==================== mips_divider
==> src/rtl/mips_divider_pkg.sv <==
// Shared types and constants for the multi-cycle div/divu unit.
package mips_divider_pkg;

  // Default operand width for the MIPS integer datapath.
  localparam int Mips_divider_W = 32;

  // Divider sequencing states.
  typedef enum logic [1:0] {
    ST_IDLE = 2'd0,
    ST_PREP = 2'd1,
    ST_ITER = 2'd2,
    ST_FIX  = 2'd3
  } div_state_t;

  // SPECIAL-opcode function codes that raise start; DIV also sets signed_op.
  localparam logic [5:0] FUNCT_DIV  = 6'h1a;
  localparam logic [5:0] FUNCT_DIVU = 6'h1b;

endpackage

==> src/rtl/mips_divider_step.sv <==
// One restoring-division step: shift the next dividend bit into the partial
// remainder, trial-subtract the divisor, keep the difference when it fits.
module mips_divider_step
  import mips_divider_pkg::*;
#(
  parameter int DATA_W = Mips_divider_W
) (
  input  logic [DATA_W-1:0] rem_in,
  input  logic [DATA_W-1:0] quot_in,
  input  logic [DATA_W-1:0] divisor,
  output logic [DATA_W-1:0] rem_out,
  output logic [DATA_W-1:0] quot_out,
  output logic              q_bit
);

  logic [DATA_W-1:0] partial;
  logic [DATA_W:0]   diff;
  // The running remainder is always below 2^(DATA_W-1) before a shift, so its
  // top bit carries no information and is dropped.
  logic              unused_rem_msb;

  assign unused_rem_msb = rem_in[DATA_W-1];
  assign partial        = {rem_in[DATA_W-2:0], quot_in[DATA_W-1]};
  assign diff           = {1'b0, partial} - {1'b0, divisor};
  assign q_bit          = ~diff[DATA_W];
  assign rem_out        = q_bit ? diff[DATA_W-1:0] : partial;
  assign quot_out       = {quot_in[DATA_W-2:0], q_bit};

endmodule

==> src/rtl/mips_divider.sv <==
// Multi-cycle radix-2 restoring divider for MIPS div/divu; quot feeds LO and
// rem feeds HI. Results hold until the next completed operation.
//
// state   | meaning
// IDLE    | waiting for start; results held
// PREP    | take operand magnitudes, latch result signs and divisor==0
// ITER    | one restoring step per edge, DATA_W edges
// FIX     | apply signs / divide-by-zero result, pulse done
module mips_divider
  import mips_divider_pkg::*;
#(
  parameter int DATA_W = Mips_divider_W
) (
  input  logic              clock,
  input  logic              reset_n,
  input  logic              start,
  input  logic              signed_op,
  input  logic [DATA_W-1:0] data1,
  input  logic [DATA_W-1:0] data2,
  input  logic              cancel,
  output logic              busy,
  output logic              done,
  output logic [DATA_W-1:0] quot,
  output logic [DATA_W-1:0] rem,
  output logic              div_zero
);

  localparam int CNT_W = (DATA_W > 2) ? $clog2(DATA_W) : 1;

  div_state_t        state, state_nxt;
  logic              accept, finish;
  logic [CNT_W-1:0]  cnt;
  logic              op_signed, neg_q, neg_r, dz;
  logic [DATA_W-1:0] dvd_raw, dvs_raw, divisor;
  logic [DATA_W-1:0] q_acc, rem_acc;
  logic [DATA_W-1:0] step_rem, step_quot;
  logic              step_qbit_unused;
  logic [DATA_W-1:0] quot_fin, rem_fin;

  mips_divider_step #(.DATA_W(DATA_W)) u_step (
    .rem_in   (rem_acc),
    .quot_in  (q_acc),
    .divisor  (divisor),
    .rem_out  (step_rem),
    .quot_out (step_quot),
    .q_bit    (step_qbit_unused)
  );

  // State register; reset aborts any operation in flight.
  always_ff @(posedge clock or negedge reset_n) begin
    if (!reset_n) state <= ST_IDLE;
    else          state <= state_nxt;
  end

  // Next state; cancel beats both a new start and a pending completion.
  always_comb begin
    state_nxt = state;
    accept    = 1'b0;
    finish    = 1'b0;
    case (state)
      ST_IDLE: if (start && !cancel) begin
        state_nxt = ST_PREP;
        accept    = 1'b1;
      end
      ST_PREP: state_nxt = cancel ? ST_IDLE : ST_ITER;
      ST_ITER: begin
        if (cancel)             state_nxt = ST_IDLE;
        else if (cnt == '0)     state_nxt = ST_FIX;
      end
      ST_FIX: begin
        state_nxt = ST_IDLE;
        finish    = !cancel;
      end
      default: state_nxt = ST_IDLE;
    endcase
  end

  assign busy = (state != ST_IDLE);

  // Final result: divide-by-zero returns all ones / raw dividend, else signs fixed up.
  always_comb begin
    quot_fin = neg_q ? -q_acc : q_acc;
    rem_fin  = neg_r ? -rem_acc : rem_acc;
    if (dz) begin
      quot_fin = '1;
      rem_fin  = dvd_raw;
    end
  end

  // Operand latches and iteration datapath.
  always_ff @(posedge clock or negedge reset_n) begin
    if (!reset_n) begin
      op_signed <= 1'b0;
      dvd_raw   <= '0;
      dvs_raw   <= '0;
      divisor   <= '0;
      q_acc     <= '0;
      rem_acc   <= '0;
      neg_q     <= 1'b0;
      neg_r     <= 1'b0;
      dz        <= 1'b0;
      cnt       <= '0;
    end else begin
      if (accept) begin
        op_signed <= signed_op;
        dvd_raw   <= data1;
        dvs_raw   <= data2;
      end
      if (state == ST_PREP) begin
        q_acc   <= (op_signed && dvd_raw[DATA_W-1]) ? -dvd_raw : dvd_raw;
        divisor <= (op_signed && dvs_raw[DATA_W-1]) ? -dvs_raw : dvs_raw;
        rem_acc <= '0;
        neg_q   <= op_signed && (dvd_raw[DATA_W-1] ^ dvs_raw[DATA_W-1]);
        neg_r   <= op_signed && dvd_raw[DATA_W-1];
        dz      <= (dvs_raw == '0);
        cnt     <= CNT_W'(DATA_W - 1);
      end
      if (state == ST_ITER) begin
        q_acc   <= step_quot;
        rem_acc <= step_rem;
        cnt     <= cnt - CNT_W'(1);
      end
    end
  end

  // Result registers change only on a completing edge; done is a single pulse.
  always_ff @(posedge clock or negedge reset_n) begin
    if (!reset_n) begin
      done     <= 1'b0;
      quot     <= '0;
      rem      <= '0;
      div_zero <= 1'b0;
    end else begin
      done <= finish;
      if (finish) begin
        quot     <= quot_fin;
        rem      <= rem_fin;
        div_zero <= dz;
      end
    end
  end

endmodule
==> config.mk <==
export PLATFORM = sky130hd
export DESIGN_NAME = mips_divider
export DESIGN_NICKNAME = d
export VERILOG_FILES = /design/src/rtl/mips_divider_pkg.sv /design/src/rtl/mips_divider_step.sv /design/src/rtl/mips_divider.sv
export SDC_FILE = /design/constraint.sdc
export NUM_CORES = 1
export LEC_CHECK = 0
export CAP_MARGIN = 20
export CELL_PAD_IN_SITES_DETAIL_PLACEMENT = 0
export CELL_PAD_IN_SITES_GLOBAL_PLACEMENT = 1
export CORE_MARGIN = 3
export CORE_UTILIZATION = 45
export DETAILED_ROUTE_END_ITERATION = 12
export PLACE_DENSITY = 0.89
export SYNTH_ARGS = -nofsm -noshare
export SYNTH_HDL_FRONTEND = slang
export SYNTH_SLANG_ARGS = --single-unit
==> constraint.sdc <==
create_clock -name clock -period 3.95 [get_ports clock]
set_input_delay 0.395 -clock clock [delete_from_list [all_inputs] [get_ports clock]]
set_output_delay 0.395 -clock clock [all_outputs]
set_load 0.05 [all_outputs]
==================== imem_loader
**config.mk**
```make
export PLATFORM = sky130hd
export DESIGN_NAME = imem_loader
export DESIGN_NICKNAME = d
export VERILOG_FILES = /design/src/rtl/imem_loader.sv
export SDC_FILE = /design/constraint.sdc
export NUM_CORES = 1
export LEC_CHECK = 0
export CORE_MARGIN = 1
export CORE_UTILIZATION = 35
export CTS_CLUSTER_DIAMETER = 120
export DETAILED_ROUTE_END_ITERATION = 10
export GPL_TIMING_DRIVEN = 0
export PLACE_DENSITY = 0.69
export SLEW_MARGIN = 10
export SYNTH_ARGS = -nofsm -noshare
export SYNTH_HDL_FRONTEND = slang
export SYNTH_SLANG_ARGS = --single-unit
export TNS_END_PERCENT = 1
```
**constraint.sdc**
```tcl
create_clock -name CLK -period 5.6 [get_ports CLK]
set_clock_uncertainty 0.15 [all_clocks]
set_input_delay 0.84 -clock CLK [delete_from_list [all_inputs] [get_ports CLK]]
set_output_delay 0.84 -clock CLK [all_outputs]
set_load 0.02 [all_outputs]
```
**src/rtl/imem_loader.sv**
```systemverilog
// Byte-stream program loader for the MIPS instruction memory: packs big-endian words,
// writes them at consecutive word addresses and holds the core in reset until loaded.
// Optional trailer checksum when IMEM_LOADER_CHECKSUM_EN is defined.
module imem_loader #(
    parameter int WIDTH    = 32,
    parameter int DEPTH    = 100,
    parameter int CNT_BITS = 7
) (
    input  logic                CLK,
    input  logic                RST,
    input  logic                start,
    input  logic [CNT_BITS-1:0] word_count,
    input  logic                byte_valid,
    input  logic [7:0]          byte_data,
    output logic                byte_ready,
    output logic                mem_we,
    output logic [WIDTH-1:0]    mem_addr,
    output logic [WIDTH-1:0]    mem_wd,
    output logic                cpu_rst,
    output logic                busy,
    output logic                done,
    output logic                error,
    output logic [2:0]          dbg_state
);

    typedef enum logic [2:0] {
        IDLE  = 3'd0,
        LOAD  = 3'd1,
        WRITE = 3'd2,
`ifdef IMEM_LOADER_CHECKSUM_EN
        CHECK = 3'd3,
`endif
        DONE  = 3'd4,
        ERROR = 3'd5
    } state_t;

    state_t              state, state_nxt;
    logic [CNT_BITS-1:0] word_idx;
    logic [CNT_BITS-1:0] word_cnt;
    logic [1:0]          byte_idx;
    logic [WIDTH-1:0]    asm_word;
    logic                start_ok;
    logic                take_byte;
    logic                last_word;
    state_t              start_dest;

    // Handshake: a byte transfers on a rising edge where byte_valid && byte_ready;
    // byte_ready depends on registered state only, never on byte_valid.
    assign byte_ready = (state == LOAD)
`ifdef IMEM_LOADER_CHECKSUM_EN
                        || (state == CHECK)
`endif
                        ;
    assign take_byte  = byte_valid && byte_ready;
    assign start_ok   = start && (state == IDLE || state == DONE || state == ERROR);
    assign last_word  = (word_idx + CNT_BITS'(1)) == word_cnt;

    always_comb begin
        start_dest = LOAD;
        if (word_count == '0)
            start_dest = DONE;
        else if (32'(word_count) > 32'(DEPTH))
            start_dest = ERROR;
    end

`ifdef IMEM_LOADER_CHECKSUM_EN
    logic [7:0] csum;
    logic [7:0] csum_final;
    assign csum_final = csum + byte_data;
`endif

    always_comb begin
        state_nxt = state;
        case (state)
            IDLE, DONE, ERROR: if (start_ok) state_nxt = start_dest;
            LOAD:  if (take_byte && byte_idx == 2'd3) state_nxt = WRITE;
`ifdef IMEM_LOADER_CHECKSUM_EN
            WRITE: state_nxt = last_word ? CHECK : LOAD;
            CHECK: if (take_byte) state_nxt = (csum_final == 8'h00) ? DONE : ERROR;
`else
            WRITE: state_nxt = last_word ? DONE : LOAD;
`endif
            default: state_nxt = IDLE;
        endcase
    end

    always_ff @(posedge CLK) begin
        if (RST) begin
            state    <= IDLE;
            word_idx <= '0;
            word_cnt <= '0;
            byte_idx <= '0;
            asm_word <= '0;
        end else begin
            state <= state_nxt;
            if (start_ok) begin
                word_idx <= '0;
                byte_idx <= '0;
                word_cnt <= word_count;
            end
            if (state == LOAD && take_byte) begin
                asm_word <= {asm_word[WIDTH-9:0], byte_data};
                byte_idx <= byte_idx + 2'd1;
            end
            if (state == WRITE)
                word_idx <= word_idx + CNT_BITS'(1);
        end
    end

`ifdef IMEM_LOADER_CHECKSUM_EN
    // Running 8-bit sum of payload bytes; the trailer must bring it to zero.
    always_ff @(posedge CLK) begin
        if (RST)
            csum <= '0;
        else if (start_ok)
            csum <= '0;
        else if (state == LOAD && take_byte)
            csum <= csum_final;
    end
`endif

    assign mem_we    = (state == WRITE);
    assign mem_addr  = WIDTH'({word_idx, 2'b00});
    assign mem_wd    = asm_word;
    assign cpu_rst   = RST || (state != DONE);
    assign busy      = (state == LOAD) || (state == WRITE)
`ifdef IMEM_LOADER_CHECKSUM_EN
                       || (state == CHECK)
`endif
                       ;
    assign done      = (state == DONE);
    assign error     = (state == ERROR);
    assign dbg_state = state;

endmodule
```
==> mips_divider/io_fan.png <==
Drawn at 2 px/um.
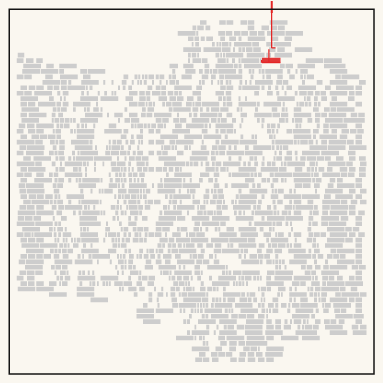
legend:
  red:
    port: div_zero
    bits: 1
    direction: output
    edge: top
    end_cells: 1
    buffers: 1
    wire: 37.0 um

==> flow_summary.yaml, mips_divider <==
# synthesis and place-and-route metrics
final_timing:
  fmax_ghz: 0.300
  rsz0062_at_grt: "false"
grt:
  overflow: 0
  antenna_found_initial: 1
  grt_max_degree: 117
cts:
  cts.sinks: 237
  worstSkewPairLatency_ns: 0.56
  cts.clk_slew.worst_paths_ns: 0.06
  cts_buffer_depth: 3
yosys:
  ys_sh_aoi: 0.178
  syn_nets: 1576
  ys_cells: 1463
  yosys-stat-area_mm2: 0.0139
  synth.top_cell.area_share: 0.427
layout:
  clkbuf_count: 37
  nNonClkBuffers: 151
  regArea_mm2: 0.00593
setup_path:
  cp_max_fo: 7
  cpPeakStageDelay_ns: 0.53
min_path:
  hold_path_depth: 2
placed_design:
  numPortBuffers: 135
job:
  tool_warnings: 33
run_status:
  status: "complete, no violations"
mips_divider: registers in the layout, summed over array words and instances (netlist names):
name,cells
divisor,32
dvd_raw,32
dvs_raw,32
q_acc,32
quot,32
rem,32
rem_acc,32
cnt,5
state,2
div_zero,1
done,1
dz,1
neg_q,1
neg_r,1
op_signed,1
mips_divider: metal layers:
| metal | GRT usage | up-vias | share of wire |
|---|---|---|---|
| met5 | 0 | - | 0 |
| met4 | 0.0518 | 0 | 0.024 |
| met3 | 0.0254 | 56 | 0.061 |
| met2 | 0.321 | 323 | 0.44 |
| met1 | 0.296 | 5273 | 0.47 |
| li1 | - | 5392 | - |
==> imem_loader/clocks.png <==
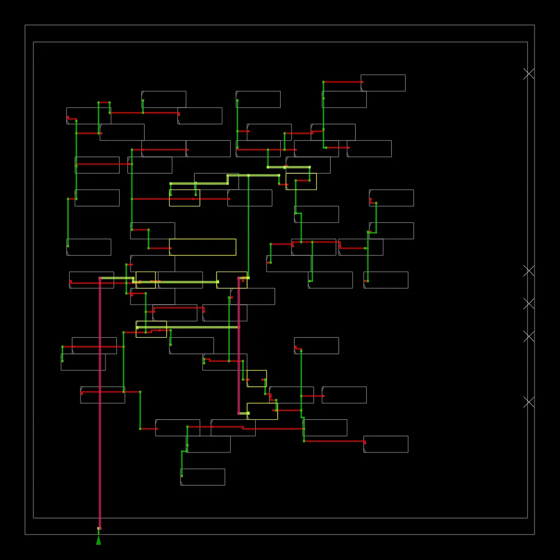
seq_cells: 51
CTS Buf Count: 5
Clock Sinks: 51
CLK BUF: 5
clock network power: 261 uW

==> imem_loader/cell_density.png <==
Drawn at 3 px/um. The die is cut into 8 by 8 equal tiles; dark purple is low, yellow is high, 0 to 100% covered.
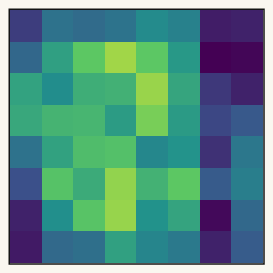
emptiest ninth of the die: upper right
tiles over 75% full: 7.8%
nearly empty tiles: 3.1%

==> flow_summary.yaml, imem_loader <==
# synthesis and place-and-route metrics
power:
  leakagePower_uw: 0.00129
  intPower_uw: 559
  irDropWorstVdd_mv: 0.119
setup_path:
  cp_max_fo: 8
run_status:
  violations: "design-rule violations"
  status: "finished with violations"
final_timing:
  rsz0062_at_grt: "false"
route:
  top_layer_used: "met4"
  drc: 5
floorplanning:
  die_x_um: 84.4
  initCoreUtil: 0.368
  dieArea_mm2: 0.00713
layout:
  layout_top_cell: "nand2_1"
yosys:
  adder_share: 0.0105
  yosysWarnings: 0
imem_loader: synth_stat cells (3+ instances only):
cell type	number	share of area
a21oi_1	44	0.093
and3_1	3	0.0079
buf_2	3	0.0063
buf_4	29	0.092
clkbuf_1	8	0.013
dfxtp_1	51	0.43
mux2i_1	8	0.034
nand2_1	72	0.11
nand3_1	6	0.013
nor2_1	17	0.027
o21ai_0	7	0.015
xnor2_1	6	0.022
xor2_1	3	0.011
imem_loader: worst max-delay path: stages (launching register included):
cell and delay (ns):
dfxtp_1 0.51, inv_2 0.09, nand3_1 0.12, clkinv_1 0.24, or2_2 0.37, clkdlybuf4s50_1 0.54


==> screenshots <==
Selected gate families.
Plate I
Drawn at 6 px/um.
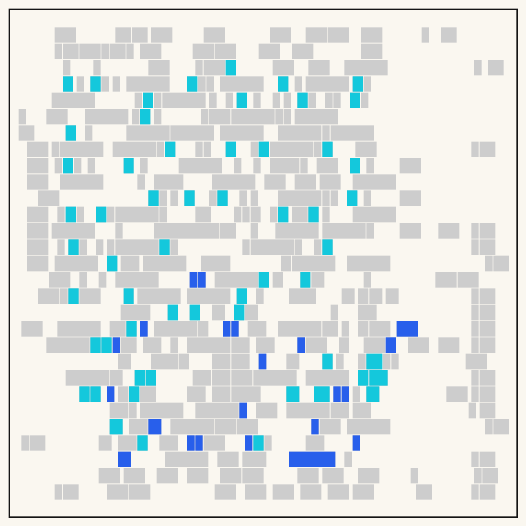
Plate II
Drawn at 2 px/um.
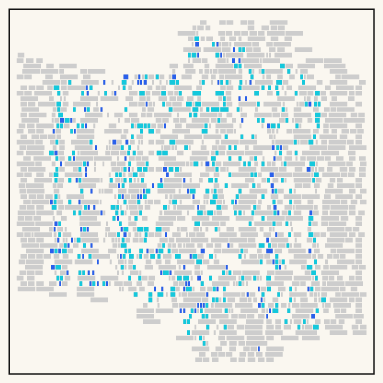
For mips_divider, see Plate II.
For imem_loader, see Plate I.
- most cells: Plate II
- largest die: Plate II

Power and IR drop assume default switching activity.
